# design 1

Design 1, signal wires on met3:
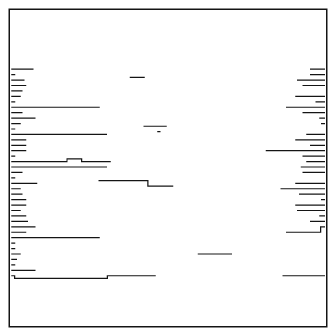

<file path="src/rtl/controlador_contador.sv">
`default_nettype none
// ============================================================================
// Module   : controlador_contador
// Purpose  : Round-robin two-client job sequencer driving a cascaded counter.
// Revision : 1.0
// ============================================================================
module controlador_contador #(
  parameter int W  = 16,
  parameter int LW = 8
) (
  input  logic          clk,
  input  logic          reset_L,
  input  logic          req0_valid,
  output logic          req0_ready,
  input  logic [1:0]    req0_modo,
  input  logic [W-1:0]  req0_D,
  input  logic [LW-1:0] req0_len,
  input  logic          req1_valid,
  output logic          req1_ready,
  input  logic [1:0]    req1_modo,
  input  logic [W-1:0]  req1_D,
  input  logic [LW-1:0] req1_len,
  output logic          enb,
  output logic [1:0]    modo,
  output logic [W-1:0]  D,
  input  logic [W-1:0]  Q,
  input  logic [3:0]    RCO,
  output logic          busy,
  output logic          done,
  output logic          done_id,
  output logic [W-1:0]  done_Q,
  output logic          done_wrap
);

  localparam logic [1:0] MODO_LOAD = 2'b11;

  typedef enum logic [1:0] {
    S_IDLE = 2'd0,
    S_LOAD = 2'd1,
    S_RUN  = 2'd2,
    S_DONE = 2'd3
  } state_t;

  state_t        state_q, state_d;
  logic          last_q, last_d;
  logic          id_q, id_d;
  logic [1:0]    jmodo_q, jmodo_d;
  logic [W-1:0]  jd_q, jd_d;
  logic [LW-1:0] rem_q, rem_d;
  logic          wrap_q, wrap_d;
  logic          hold_id_q;
  logic          hold_wrap_q;
  logic [W-1:0]  hold_Q_q;

  logic          w_grant0;
  logic          w_grant1;
  logic          w_unused_rco;

  assign w_unused_rco = ^RCO[2:0];

  // Ready is gated by reset_L so no client sees an accept while reset is held.
  always_comb begin
    w_grant0 = 1'b0;
    w_grant1 = 1'b0;
    if (state_q == S_IDLE && reset_L) begin
      if (req0_valid && req1_valid) begin
        w_grant0 = last_q;
        w_grant1 = ~last_q;
      end else begin
        w_grant0 = req0_valid;
        w_grant1 = req1_valid;
      end
    end
  end

  assign req0_ready = w_grant0;
  assign req1_ready = w_grant1;

  always_comb begin
    state_d = state_q;
    last_d  = last_q;
    id_d    = id_q;
    jmodo_d = jmodo_q;
    jd_d    = jd_q;
    rem_d   = rem_q;
    wrap_d  = wrap_q;
    case (state_q)
      S_IDLE: begin
        if (w_grant0 || w_grant1) begin
          id_d    = w_grant1;
          last_d  = w_grant1;
          jmodo_d = w_grant1 ? req1_modo : req0_modo;
          jd_d    = w_grant1 ? req1_D    : req0_D;
          rem_d   = w_grant1 ? req1_len  : req0_len;
          state_d = S_LOAD;
        end
      end
      S_LOAD: begin
        wrap_d = 1'b0;
        if (rem_q == '0 || jmodo_q == MODO_LOAD) begin
          state_d = S_DONE;
        end else begin
          state_d = S_RUN;
        end
      end
      S_RUN: begin
        rem_d  = rem_q - LW'(1);
        wrap_d = wrap_q | RCO[3];
        if (rem_q == LW'(1)) begin
          state_d = S_DONE;
        end
      end
      S_DONE: begin
        state_d = S_IDLE;
      end
      default: begin
        state_d = S_IDLE;
      end
    endcase
  end

  always_ff @(posedge clk or negedge reset_L) begin
    if (!reset_L) begin
      state_q     <= S_IDLE;
      last_q      <= 1'b1;
      id_q        <= 1'b0;
      jmodo_q     <= 2'b00;
      jd_q        <= '0;
      rem_q       <= '0;
      wrap_q      <= 1'b0;
      hold_id_q   <= 1'b0;
      hold_wrap_q <= 1'b0;
      hold_Q_q    <= '0;
    end else begin
      state_q <= state_d;
      last_q  <= last_d;
      id_q    <= id_d;
      jmodo_q <= jmodo_d;
      jd_q    <= jd_d;
      rem_q   <= rem_d;
      wrap_q  <= wrap_d;
      if (state_q == S_DONE) begin
        hold_id_q   <= id_q;
        hold_wrap_q <= wrap_q;
        hold_Q_q    <= Q;
      end
    end
  end

  // Counter-side outputs depend on registered state only.
  always_comb begin
    enb  = 1'b0;
    modo = 2'b00;
    D    = '0;
    case (state_q)
      S_LOAD: begin
        enb  = 1'b1;
        modo = MODO_LOAD;
        D    = jd_q;
      end
      S_RUN: begin
        enb  = 1'b1;
        modo = jmodo_q;
        D    = jd_q;
      end
      default: begin
        enb  = 1'b0;
      end
    endcase
  end

  assign busy = (state_q != S_IDLE);
  assign done = (state_q == S_DONE);

  // Q is already final during DONE (enb is low), so it is reported live and held after.
  assign done_Q    = done ? Q      : hold_Q_q;
  assign done_id   = done ? id_q   : hold_id_q;
  assign done_wrap = done ? wrap_q : hold_wrap_q;

endmodule
`default_nettype wire

</file>
<file path="config.mk">
export PLATFORM = sky130hd
export DESIGN_NAME = controlador_contador
export DESIGN_NICKNAME = d
export VERILOG_FILES = /design/src/rtl/controlador_contador.sv
export SDC_FILE = /design/constraint.sdc
export NUM_CORES = 1
export LEC_CHECK = 0
export CORE_MARGIN = 2
export CORE_UTILIZATION = 46
export CTS_BUF_LIST = sky130_fd_sc_hd__clkbuf_4
export DETAILED_ROUTE_END_ITERATION = 16
export PLACE_DENSITY = 0.86
export SYNTH_ARGS = -nofsm -noshare
export SYNTH_HDL_FRONTEND = slang
export SYNTH_SLANG_ARGS = --single-unit
</file>
<file path="constraint.sdc">
create_clock -name clk -period 4.26 [get_ports clk]
set_input_delay 1.278 -clock clk [delete_from_list [all_inputs] [get_ports clk]]
set_output_delay 1.278 -clock clk [all_outputs]
set_load 0.01 [all_outputs]
</file>
# design 2

[config.mk]
export PLATFORM = sky130hd
export DESIGN_NAME = order_terminal
export DESIGN_NICKNAME = d
export VERILOG_FILES = /design/src/rtl/purchase_pkg.sv /design/src/rtl/coin_accumulator.sv /design/src/rtl/order_terminal.sv
export SDC_FILE = /design/constraint.sdc
export NUM_CORES = 1
export LEC_CHECK = 0
export ABC_AREA = 1
export CORE_MARGIN = 2
export CORE_UTILIZATION = 30
export CTS_CLUSTER_DIAMETER = 40
export CTS_CLUSTER_SIZE = 10
export DETAILED_ROUTE_END_ITERATION = 7
export PLACE_DENSITY = 0.57
export SETUP_SLACK_MARGIN = 0.1
export SLEW_MARGIN = 20
export SYNTH_ARGS = -nofsm -noshare
export SYNTH_HDL_FRONTEND = slang
export SYNTH_SLANG_ARGS = --single-unit
[constraint.sdc]
create_clock -name clk -period 3.5 [get_ports clk]
set_input_delay 0.875 -clock clk [delete_from_list [all_inputs] [get_ports clk]]
set_output_delay 0.875 -clock clk [all_outputs]
set_load 0.01 [all_outputs]
[src/rtl/purchase_pkg.sv]
// Shared definitions for the purchase request path: product codes, price table,
// coin decode and the order terminal state encoding.
package purchase_pkg;

  localparam logic [1:0] ProdApple  = 2'b00;
  localparam logic [1:0] ProdBanana = 2'b01;
  localparam logic [1:0] ProdCarrot = 2'b10;
  localparam logic [1:0] ProdDate   = 2'b11;

  localparam logic [7:0] PriceApple  = 8'd75;
  localparam logic [7:0] PriceBanana = 8'd20;
  localparam logic [7:0] PriceCarrot = 8'd30;
  localparam logic [7:0] PriceDate   = 8'd40;

  typedef enum logic [2:0] {
    StIdle,
    StCollect,
    StReq,
    StWait,
    StPayout
  } state_t;

  function automatic logic [7:0] product_price(input logic [1:0] prod);
    logic [7:0] price;
    unique case (prod)
      ProdApple:  price = PriceApple;
      ProdBanana: price = PriceBanana;
      ProdCarrot: price = PriceCarrot;
      default:    price = PriceDate;
    endcase
    return price;
  endfunction

  function automatic logic [7:0] coin_decode(input logic [1:0] code);
    logic [7:0] value;
    unique case (code)
      2'b00:   value = 8'd5;
      2'b01:   value = 8'd10;
      2'b10:   value = 8'd25;
      default: value = 8'd100;
    endcase
    return value;
  endfunction

endpackage

[src/rtl/coin_accumulator.sv]
// Credit balance register: adds decoded coins, refuses coins that would overflow
// 8 bits or arrive while the FSM is busy, and clears on request.
module coin_accumulator
  import purchase_pkg::*;
(
  input  logic       clk,
  input  logic       reset,
  input  logic       clear,
  input  logic       coin_en,
  input  logic       coin_block,
  input  logic       coin_valid,
  input  logic [1:0] coin_value,
  output logic [7:0] balance,
  output logic       coin_accept,
  output logic       coin_reject
);

  logic [8:0] sum;
  logic       fits;
  logic [7:0] balance_d;
  logic       reject_d;

  always_comb begin
    sum         = {1'b0, balance} + {1'b0, coin_decode(coin_value)};
    fits        = ~sum[8];
    coin_accept = coin_valid & coin_en & fits;
    // A coin neither enabled nor blocked lost arbitration and is dropped silently.
    reject_d    = coin_valid & (coin_block | (coin_en & ~fits));
    balance_d   = balance;
    if (clear) begin
      balance_d = 8'd0;
    end else if (coin_accept) begin
      balance_d = sum[7:0];
    end
  end

  always_ff @(posedge clk or negedge reset) begin
    if (!reset) begin
      balance     <= 8'd0;
      coin_reject <= 1'b0;
    end else begin
      balance     <= balance_d;
      coin_reject <= reject_d;
    end
  end

endmodule

[src/rtl/order_terminal.sv]
// Customer-side initiator for the purchase manager: collects credit, issues the
// buy request, judges the one-hot response or timeout, and pays out change.
module order_terminal
  import purchase_pkg::*;
#(
  parameter int unsigned RESP_TIMEOUT = 8
) (
  input  logic       clk,
  input  logic       reset,
  input  logic       coin_valid,
  input  logic [1:0] coin_value,
  input  logic       sel_valid,
  input  logic [1:0] sel_product,
  input  logic       cancel,
  input  logic       apple,
  input  logic       banana,
  input  logic       carrot,
  input  logic       date,
  input  logic       error,
  output logic       buy,
  output logic [1:0] product,
  output logic [7:0] credit,
  output logic       busy,
  output logic       coin_reject,
  output logic       vend_ok,
  output logic       vend_fail,
  output logic       change_valid,
  output logic [7:0] change
);

  localparam int unsigned CntW = $clog2(RESP_TIMEOUT + 1);
  localparam logic [CntW-1:0] CntLast = CntW'(RESP_TIMEOUT - 1);

  state_t          state_q, state_d;
  logic [CntW-1:0] cnt_q, cnt_d;
  logic [1:0]      product_d;
  logic [7:0]      change_d;
  logic            vend_ok_d, vend_fail_d, change_valid_d;
  logic            clear, coin_en, coin_block, coin_accept;
  logic [7:0]      balance;
  logic [3:0]      resp;
  logic            resp_any;

  coin_accumulator u_coin_accumulator (
    .clk        (clk),
    .reset      (reset),
    .clear      (clear),
    .coin_en    (coin_en),
    .coin_block (coin_block),
    .coin_valid (coin_valid),
    .coin_value (coin_value),
    .balance    (balance),
    .coin_accept(coin_accept),
    .coin_reject(coin_reject)
  );

  assign credit = balance;
  assign buy    = (state_q == StReq) | (state_q == StWait);
  assign busy   = buy;
  assign resp   = {date, carrot, banana, apple};
  assign resp_any = (|resp) | error;

  always_comb begin
    state_d        = state_q;
    cnt_d          = cnt_q;
    product_d      = product;
    change_d       = change;
    vend_ok_d      = 1'b0;
    vend_fail_d    = 1'b0;
    change_valid_d = 1'b0;
    clear          = 1'b0;
    coin_en        = (state_q == StIdle) | ((state_q == StCollect) & ~cancel);
    coin_block     = (state_q == StReq) | (state_q == StWait) | (state_q == StPayout);
    unique case (state_q)
      StIdle: begin
        if (coin_accept) state_d = StCollect;
      end
      StCollect: begin
        if (cancel) begin
          state_d  = StPayout;
          change_d = balance;
        end else if (!coin_valid && sel_valid) begin
          if (balance < product_price(sel_product)) begin
            vend_fail_d = 1'b1;
          end else begin
            product_d = sel_product;
            state_d   = StReq;
          end
        end
      end
      StReq: begin
        state_d = StWait;
        cnt_d   = '0;
      end
      StWait: begin
        if (resp_any) begin
          state_d = StPayout;
          if (!error && (resp == (4'b0001 << product))) begin
            vend_ok_d = 1'b1;
            change_d  = balance - product_price(product);
          end else begin
            vend_fail_d = 1'b1;
            change_d    = balance;
          end
        end else if (cnt_q == CntLast) begin
          state_d     = StPayout;
          vend_fail_d = 1'b1;
          change_d    = balance;
        end else begin
          cnt_d = cnt_q + 1'b1;
        end
      end
      StPayout: begin
        state_d        = StIdle;
        change_valid_d = 1'b1;
        clear          = 1'b1;
      end
      default: state_d = StIdle;
    endcase
  end

  always_ff @(posedge clk or negedge reset) begin
    if (!reset) begin
      state_q      <= StIdle;
      cnt_q        <= '0;
      product      <= 2'b00;
      change       <= 8'd0;
      vend_ok      <= 1'b0;
      vend_fail    <= 1'b0;
      change_valid <= 1'b0;
    end else begin
      state_q      <= state_d;
      cnt_q        <= cnt_d;
      product      <= product_d;
      change       <= change_d;
      vend_ok      <= vend_ok_d;
      vend_fail    <= vend_fail_d;
      change_valid <= change_valid_d;
    end
  end

endmodule

# design 3

`src/rtl/uart_pkg.sv`:
```
// Shared UART scheduling types: arbiter state encoding, default tag prefix and a
// round-robin pick helper usable by any block that shares a UART among channels.
package uart_pkg;

  typedef enum logic [2:0] {
    IDLE,
    SEND_TAG,
    WAIT_TAG,
    SEND_DATA,
    WAIT_DATA
  } arb_state_t;

  localparam logic [7:0] DEFAULT_TAG_BASE = 8'hF0;
  localparam int         RR_MAX_REQ       = 8;

  typedef struct packed {
    logic       found;
    logic [2:0] idx;
  } rr_pick_t;

  // First set bit of valid at or after ptr, wrapping modulo n (n <= RR_MAX_REQ).
  function automatic rr_pick_t rr_pick(input logic [RR_MAX_REQ-1:0] valid,
                                       input logic [2:0]            ptr,
                                       input int                    n);
    rr_pick_t   res;
    logic [2:0] cand;
    res = '0;
    for (int k = 0; k < RR_MAX_REQ; k++) begin
      cand = 3'((int'(ptr) + k) % n);
      if (k < n && !res.found && valid[cand]) begin
        res.found = 1'b1;
        res.idx   = cand;
      end
    end
    return res;
  endfunction

endpackage

```
`src/rtl/rr_arbiter.sv`:
```
// Round-robin picker with its rotating pointer; the pointer moves past the
// winner whenever the owner signals that the current pick was taken.
module rr_arbiter
  import uart_pkg::*;
#(
  parameter int NUM_REQ = 4,
  localparam int IW = $clog2(NUM_REQ)
) (
  input  logic               clk,
  input  logic               rst_n,
  input  logic [NUM_REQ-1:0] valid,
  input  logic               advance,
  output logic [IW-1:0]      winner,
  output logic               found
);

  logic [IW-1:0] ptr_reg;
  rr_pick_t      pick;

  assign pick   = rr_pick(RR_MAX_REQ'(valid), 3'(ptr_reg), NUM_REQ);
  assign winner = IW'(pick.idx);
  assign found  = pick.found;

  always_ff @(posedge clk or negedge rst_n) begin
    if (!rst_n) begin
      ptr_reg <= '0;
    end else if (advance && pick.found) begin
      ptr_reg <= (winner == IW'(NUM_REQ - 1)) ? '0 : winner + IW'(1);
    end
  end

endmodule

```
`src/rtl/uart_tx_arbiter.sv`:
```
// Shares one uart_tx among NUM_REQ byte producers: round-robin accept, optional
// channel-tag byte ahead of each payload, and a per-byte completion watchdog.
module uart_tx_arbiter
  import uart_pkg::*;
#(
  parameter int                    NUM_REQ    = 4,
  parameter int                    DATA_WIDTH = 8,
  parameter int                    TAG_EN     = 1,
  parameter logic [DATA_WIDTH-1:0] TAG_BASE   = DATA_WIDTH'(DEFAULT_TAG_BASE),
  parameter int                    TIMEOUT    = 0,
  localparam int IW = $clog2(NUM_REQ)
) (
  input  logic                          clk,
  input  logic                          rst_n,
  input  logic [NUM_REQ-1:0]            req_valid,
  input  logic [NUM_REQ*DATA_WIDTH-1:0] req_data,
  output logic [NUM_REQ-1:0]            req_ready,
  output logic                          tx_start,
  output logic [DATA_WIDTH-1:0]         tx_data,
  input  logic                          tx_busy,
  input  logic                          tx_done,
  output logic [IW-1:0]                 grant_id,
  output logic                          active,
  output logic                          timeout_err
);

  localparam int                WD_W    = (TIMEOUT > 1) ? $clog2(TIMEOUT) : 1;
  localparam logic [WD_W-1:0]   WD_LAST = WD_W'((TIMEOUT > 0) ? TIMEOUT - 1 : 0);

  arb_state_t            state_reg, state_next;
  logic [DATA_WIDTH-1:0] payload_reg, payload_next;
  logic [IW-1:0]         grant_reg, grant_next;
  logic                  active_reg, active_next;
  logic                  timeout_reg, timeout_next;
  logic [WD_W-1:0]       wd_cnt_reg, wd_cnt_next;

  logic [DATA_WIDTH-1:0] req_bytes [NUM_REQ];
  logic [NUM_REQ-1:0]    winner_onehot;
  logic [IW-1:0]         winner;
  logic                  found;
  logic                  in_idle;
  logic                  accept;
  logic                  wd_expire;
  logic [DATA_WIDTH-1:0] tag_byte;

  generate
    for (genvar gi = 0; gi < NUM_REQ; gi++) begin : g_req
      assign req_bytes[gi]     = req_data[gi*DATA_WIDTH +: DATA_WIDTH];
      assign winner_onehot[gi] = (winner == IW'(gi));
    end
  endgenerate

  assign in_idle = (state_reg == IDLE);
  assign accept  = in_idle && found;

  rr_arbiter #(
    .NUM_REQ (NUM_REQ)
  ) u_rr (
    .clk     (clk),
    .rst_n   (rst_n),
    .valid   (req_valid),
    .advance (accept),
    .winner  (winner),
    .found   (found)
  );

  // rst_n gates ready directly so no handshake can complete while held in reset.
  assign req_ready = (accept && rst_n) ? winner_onehot : '0;

  assign tag_byte  = TAG_BASE | DATA_WIDTH'(grant_reg);
  assign wd_expire = (TIMEOUT != 0) && (wd_cnt_reg == WD_LAST);

  always_comb begin
    state_next   = state_reg;
    payload_next = payload_reg;
    grant_next   = grant_reg;
    active_next  = active_reg;
    timeout_next = 1'b0;
    wd_cnt_next  = '0;
    tx_start     = 1'b0;
    tx_data      = '0;
    unique case (state_reg)
      IDLE: begin
        if (found) begin
          payload_next = req_bytes[winner];
          grant_next   = winner;
          active_next  = 1'b1;
          state_next   = (TAG_EN != 0) ? SEND_TAG : SEND_DATA;
        end
      end
      SEND_TAG: begin
        tx_data  = tag_byte;
        tx_start = !tx_busy;
        if (!tx_busy) state_next = WAIT_TAG;
      end
      WAIT_TAG: begin
        tx_data     = tag_byte;
        wd_cnt_next = wd_cnt_reg + WD_W'(1);
        if (tx_done) begin
          state_next = SEND_DATA;
        end else if (wd_expire) begin
          timeout_next = 1'b1;
          active_next  = 1'b0;
          state_next   = IDLE;
        end
      end
      SEND_DATA: begin
        tx_data  = payload_reg;
        tx_start = !tx_busy;
        if (!tx_busy) state_next = WAIT_DATA;
      end
      WAIT_DATA: begin
        tx_data     = payload_reg;
        wd_cnt_next = wd_cnt_reg + WD_W'(1);
        // A completion in the same cycle as expiry counts as success.
        if (tx_done) begin
          active_next = 1'b0;
          state_next  = IDLE;
        end else if (wd_expire) begin
          timeout_next = 1'b1;
          active_next  = 1'b0;
          state_next   = IDLE;
        end
      end
      default: state_next = IDLE;
    endcase
  end

  always_ff @(posedge clk or negedge rst_n) begin
    if (!rst_n) begin
      state_reg   <= IDLE;
      payload_reg <= '0;
      grant_reg   <= '0;
      active_reg  <= 1'b0;
      timeout_reg <= 1'b0;
      wd_cnt_reg  <= '0;
    end else begin
      state_reg   <= state_next;
      payload_reg <= payload_next;
      grant_reg   <= grant_next;
      active_reg  <= active_next;
      timeout_reg <= timeout_next;
      wd_cnt_reg  <= wd_cnt_next;
    end
  end

  assign grant_id    = grant_reg;
  assign active      = active_reg;
  assign timeout_err = timeout_reg;

endmodule

```
`config.mk`:
```
export PLATFORM = sky130hd
export DESIGN_NAME = uart_tx_arbiter
export DESIGN_NICKNAME = d
export VERILOG_FILES = /design/src/rtl/uart_pkg.sv /design/src/rtl/rr_arbiter.sv /design/src/rtl/uart_tx_arbiter.sv
export SDC_FILE = /design/constraint.sdc
export NUM_CORES = 1
export LEC_CHECK = 0
export ABC_CLOCK_PERIOD_IN_PS = 2500
export CAP_MARGIN = 25
export CORE_ASPECT_RATIO = 1.4
export CORE_MARGIN = 2
export CORE_UTILIZATION = 44
export DETAILED_ROUTE_END_ITERATION = 16
export HOLD_SLACK_MARGIN = 0.12
export PLACE_DENSITY_LB_ADDON = 0.3
export SLEW_MARGIN = 20
export SYNTH_ARGS = -nofsm -noshare
export SYNTH_HDL_FRONTEND = slang
export SYNTH_SLANG_ARGS = --single-unit
export TNS_END_PERCENT = 20
```
`constraint.sdc`:
```
create_clock -name clk -period 2.5 [get_ports clk]
set_clock_uncertainty 0.2 [all_clocks]
set_input_delay 0.5 -clock clk [delete_from_list [all_inputs] [get_ports clk]]
set_output_delay 0.5 -clock clk [all_outputs]
set_load 0.005 [all_outputs]
```
Design 1, M2 wires:
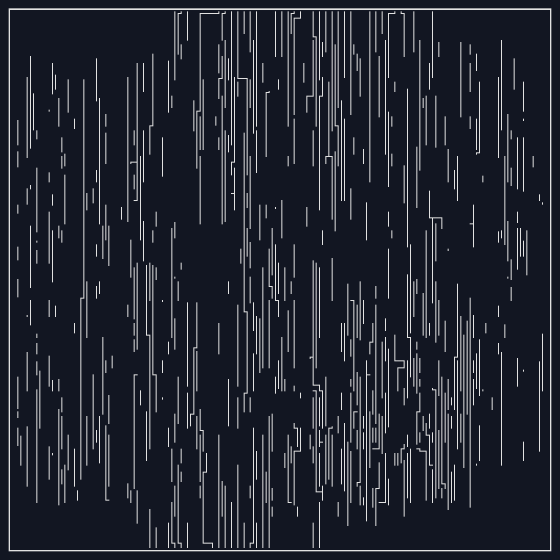
- main direction: vertical
- share of all routed wire: 51%
- wire length on this layer: 3040 um
- nets with wire on the layer: 357

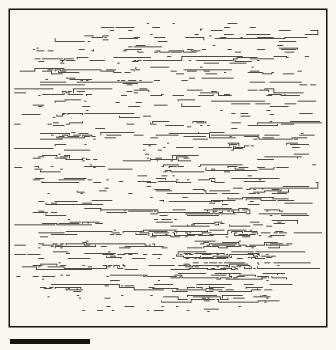
Design 1: metal 1
Scale bar: 20 um.
- wire length on this layer: 2440 um
- main direction: horizontal
- longest straight run: 18.9 um

Notes on 'signal wires on met3' of design 1 above:
- wire length on this layer: 441 um
- share of all routed wire: 7.4%
overall via count from detail_route: 2166
overall routed net length: 5985 um
met3 usage: 6.023%

==> results.txt, design 1 <==
Summary of implementation figures.

STA
The actual transition at the worst max-transition pin is 0.8177 ns. The worst-case max-slew headroom was logged as 45.49%. The final max-slew violation count recorded for this run is 0.

Power
The sequential cell power is 0.465 mW. The power of the clock network is 0.220 mW.

Synth
Among the non-sequential cells, multiplexers take the most area. The post-synth count of flops with an enable pin is 0. Of the total synthesized cell area, the portion taken by AND-OR and OR-AND cells is approximately 14%. In the synthesis report, Yosys lists the chip area as ~2600 sq um. The average instance in the mapped netlist occupies 10.76 sq um. Sorting the synthesis cell report by count puts at the top sky130_fd_sc_hd__dfrtp_1. For this run, the number of Yosys warnings is 0.

Clocking
The CTS tree is yes. The clock transition at the register clock pins on the worst setup and hold paths after CTS is approximately 0.15 ns.

Place
The quantity of I/O buffers inserted on ports is 113. The post-place instance area is approximately 3800 sq um.

Setup path
The critical path maximum fanout is 3. The worst setup path endpoint is req0_ready. The report puts the cell count of the worst reg-to-reg path at 7. The classification of the worst setup path is primary input to output pin. The total stage count of the critical path is 5.

Per STA, the worst path is made up of clkdlybuf4s50_1 > inv_1 > o2111ai_1 > inv_1 > clkdlybuf4s50_1. The setup slack of the worst register-to-register path is 2.02 ns.

Die
The chip area is 6252 sq um.

Cells and area
Measured on the finished design, the core utilization comes to 70.07%. The final cell count without fillers is around 430. The number of flip-flops and latches is 49. The area of the multi-input gates is around 1300 sq um. The logic gate fraction of the total cell area is between 30% and 40%. The leading cell type in the layout, fill and taps excluded is sky130_fd_sc_hd__clkdlybuf4s50_1.

Route
The tally of nets with antenna violations remaining after routing is 0. The detailed route wirelength on metal3 is about 440 um. The detailed router finished its first iteration with ~73 violations.

Global routing
The via count of the first global-routing pass is around 2200.

Hold path
The depth of the worst hold-timing path is 2. The sink of the worst hold path is last_q.

Outcome
The run finished with clean final reports.

Job
The total of max-cap violations is 0.
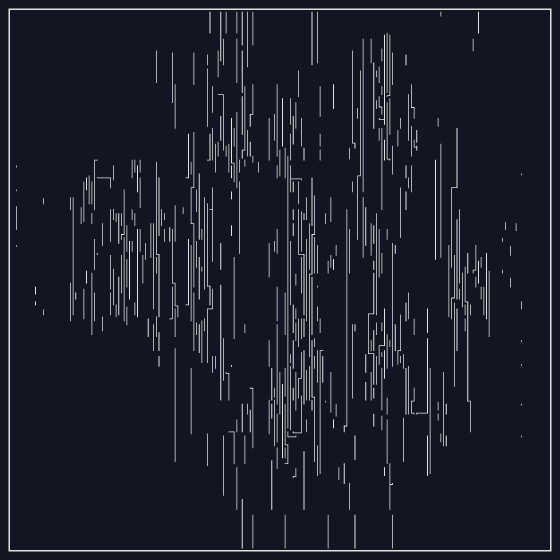
Design 2: M2 wires
- share of all routed wire: 45%
- main direction: vertical
- wire length on this layer: 2400 um
- longest straight run: 46.6 um

==> results.txt, design 2 <==
Summary of implementation figures.

Place
The HPWL after detailed placement is 4330 um. The global placer's final weighted congestion is 0.8787.

Synth
Sorting the synthesis cell report by count puts at the top sky130_fd_sc_hd__nand2_1. In this run, the synthesized area fraction spent on adder and majority cells is recorded as between 10% and 20%. Summing the areas of all xor and xnor instances in the mapped netlist gives roughly 3.0% of the synthesized area.

In this run, the synthesized area fraction spent on and/or/nand/nor cells is recorded as 26.24%. The area figure in the yosys stat output is between 2000 and 2500 sq um. The tally of yosys warning messages is 0.

The area fraction of the largest cell type after synthesis is 30.87%.

Power
The power of the clock network is 0.278 mW. The power drawn by the combinational cells is 1.39 mW. The switching power share of the total is 46.37%. The internal power is between 1 and 1.5 mW.

Global routing
The via count of the first global-routing pass is 2037. The remaining global-route overflow is 0. The pin count of the biggest net entering global routing is 30. Routing resource usage on met2 recorded by global route was 22.02%. The initial antenna violation count is 0. The aggregate global-route resource usage is 13.48%.

Route
The via count is between 2000 and 2500. The detailed route wirelength on metal3 is ~180 um. The first detailed-routing pass took 4 iterations.

The tally of nets with antenna violations remaining after routing is 0. Dividing the detail-routed wire length by the instance count gives 11.75 um. For this run, design rule violations remaining after detail routing come to 0.

Job
The total of max-cap violations is 0.

Cells and area
Per the cell usage report, the commonest logic cell in the layout is sky130_fd_sc_hd__nand2_1. The relative area of clock buffers and inverters in the final design is 2.964%. The core occupancy in the finished layout is a little under two fifths. The total number of nets in the final design is roughly 400. The total of clock buffers placed in the layout is 7. The final-layout fill cell count is about 820.

Clocking
Post-CTS timing repair inserted 0 buffers for setup. The insertion delay to the later sink of the worst-skew pair is 0.28 ns. The CTS H-tree depth is 2.

Hold path
The sink of the worst hold path is change[5].

STA
After layout, the worst setup slack is ~0.49 ns. The tightest hold path in the finished design has a slack of 0.4804 ns. Clock skew on the completed layout was measured at 0.008752 ns.

Outcome
The flow ran to the end, and the final reports show no timing, DRC or antenna violations.

Setup path
The worst setup path endpoint is u_coin_accumulator.balance[7].
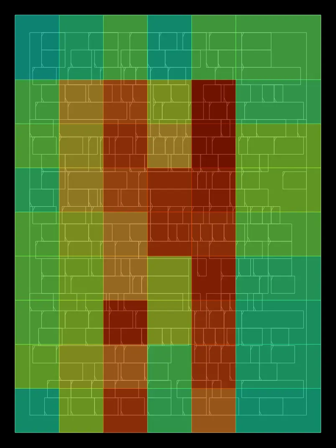
Design 3: congestion heat map
final standard cell utilization of the core: 78.19%
busiest layer in global routing: met2
met2 global-route usage: 50.67%
met3 usage: 4.670%
routed length per instance: 15.86 um

==> results.txt, design 3 <==
Summary of implementation figures.

Synth
The number of different library cells used by synthesis comes to 35. The cell area that synthesis handed to floorplanning was 1181 sq um. The tally of yosys warning messages is 0.

Setup path
The critical path crosses 7 cells after its start point. The endpoint class of the critical path is an output pin. The cell type with the highest occurrence count on the critical path is sky130_fd_sc_hd__buf_4. Setup slack on the worst reg-to-reg path comes out at approximately 0.47 ns. The launching element of the worst setup path is req_valid[0].

Along the critical path, the tally of buffer and inverter instances is 4.

Die
Per the OpenROAD floorplan log, the height of the die is 65.31 um.

Global routing
The via count of the first global-routing pass came to around 1400.

STA
Per the finish-stage timing summary, setup violations number 3. The final timing report lists a hold violation count of 0. The time the worst path needs with I/O delays and setup is 2.570 ns. The count of pins over their slew limit is 0. The slack of the critical path is -0.06951 ns.

Outcome
The run finished, with violations left. The final reports fail on setup timing.

Clocking
Clock-pin slew was measured on the worst setup and hold paths at 0.10 ns.

Power
The sequential cell power is 0.513 mW. The switching power share of the total is approximately two fifths.

Route
After detailed routing, the met3 layer carries 203 um of wire. The average vias per placed instance is 5.446.

Cells and area
The leading cell type in the layout, fill and taps excluded is sky130_fd_sc_hd__clkdlybuf4s50_1. The sequential portion of the cell area is about a fifth.

Place
The quantity of I/O buffers inserted on ports is ~55.


==> layout pictures side by side <==
Wires at chosen ports, followed through buffers.
picture 1
Scale bar: 20 um.
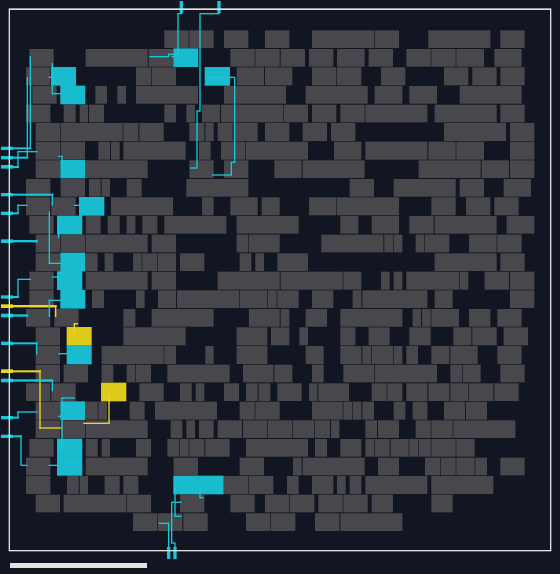
picture 2
Scale bar: 20 um.
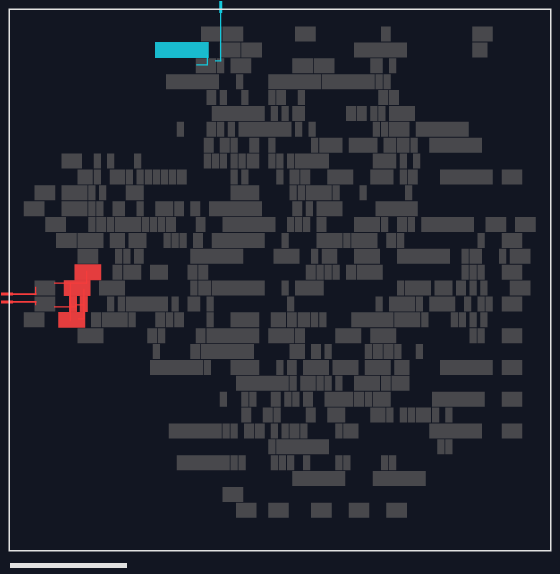
picture 3
Scale bar: 10 um.
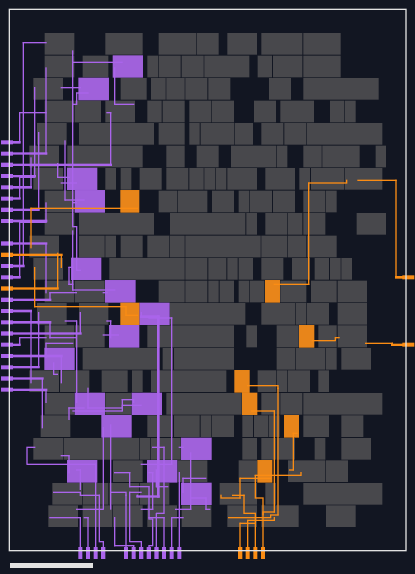
| from | picture |
|---|---|
| design 2 | picture 2 |
| design 1 | picture 1 |
| design 3 | picture 3 |
Of these, smallest die: picture 3

Key to picture 2:
- red: coin_value (bits 2; direction input; edge west; end cells 5; wire 35.1 um)
- cyan: coin_reject (bits 1; direction output; edge north; end cells 1; wire 12.8 um)

Power is estimated from default activity; no workload was simulated.
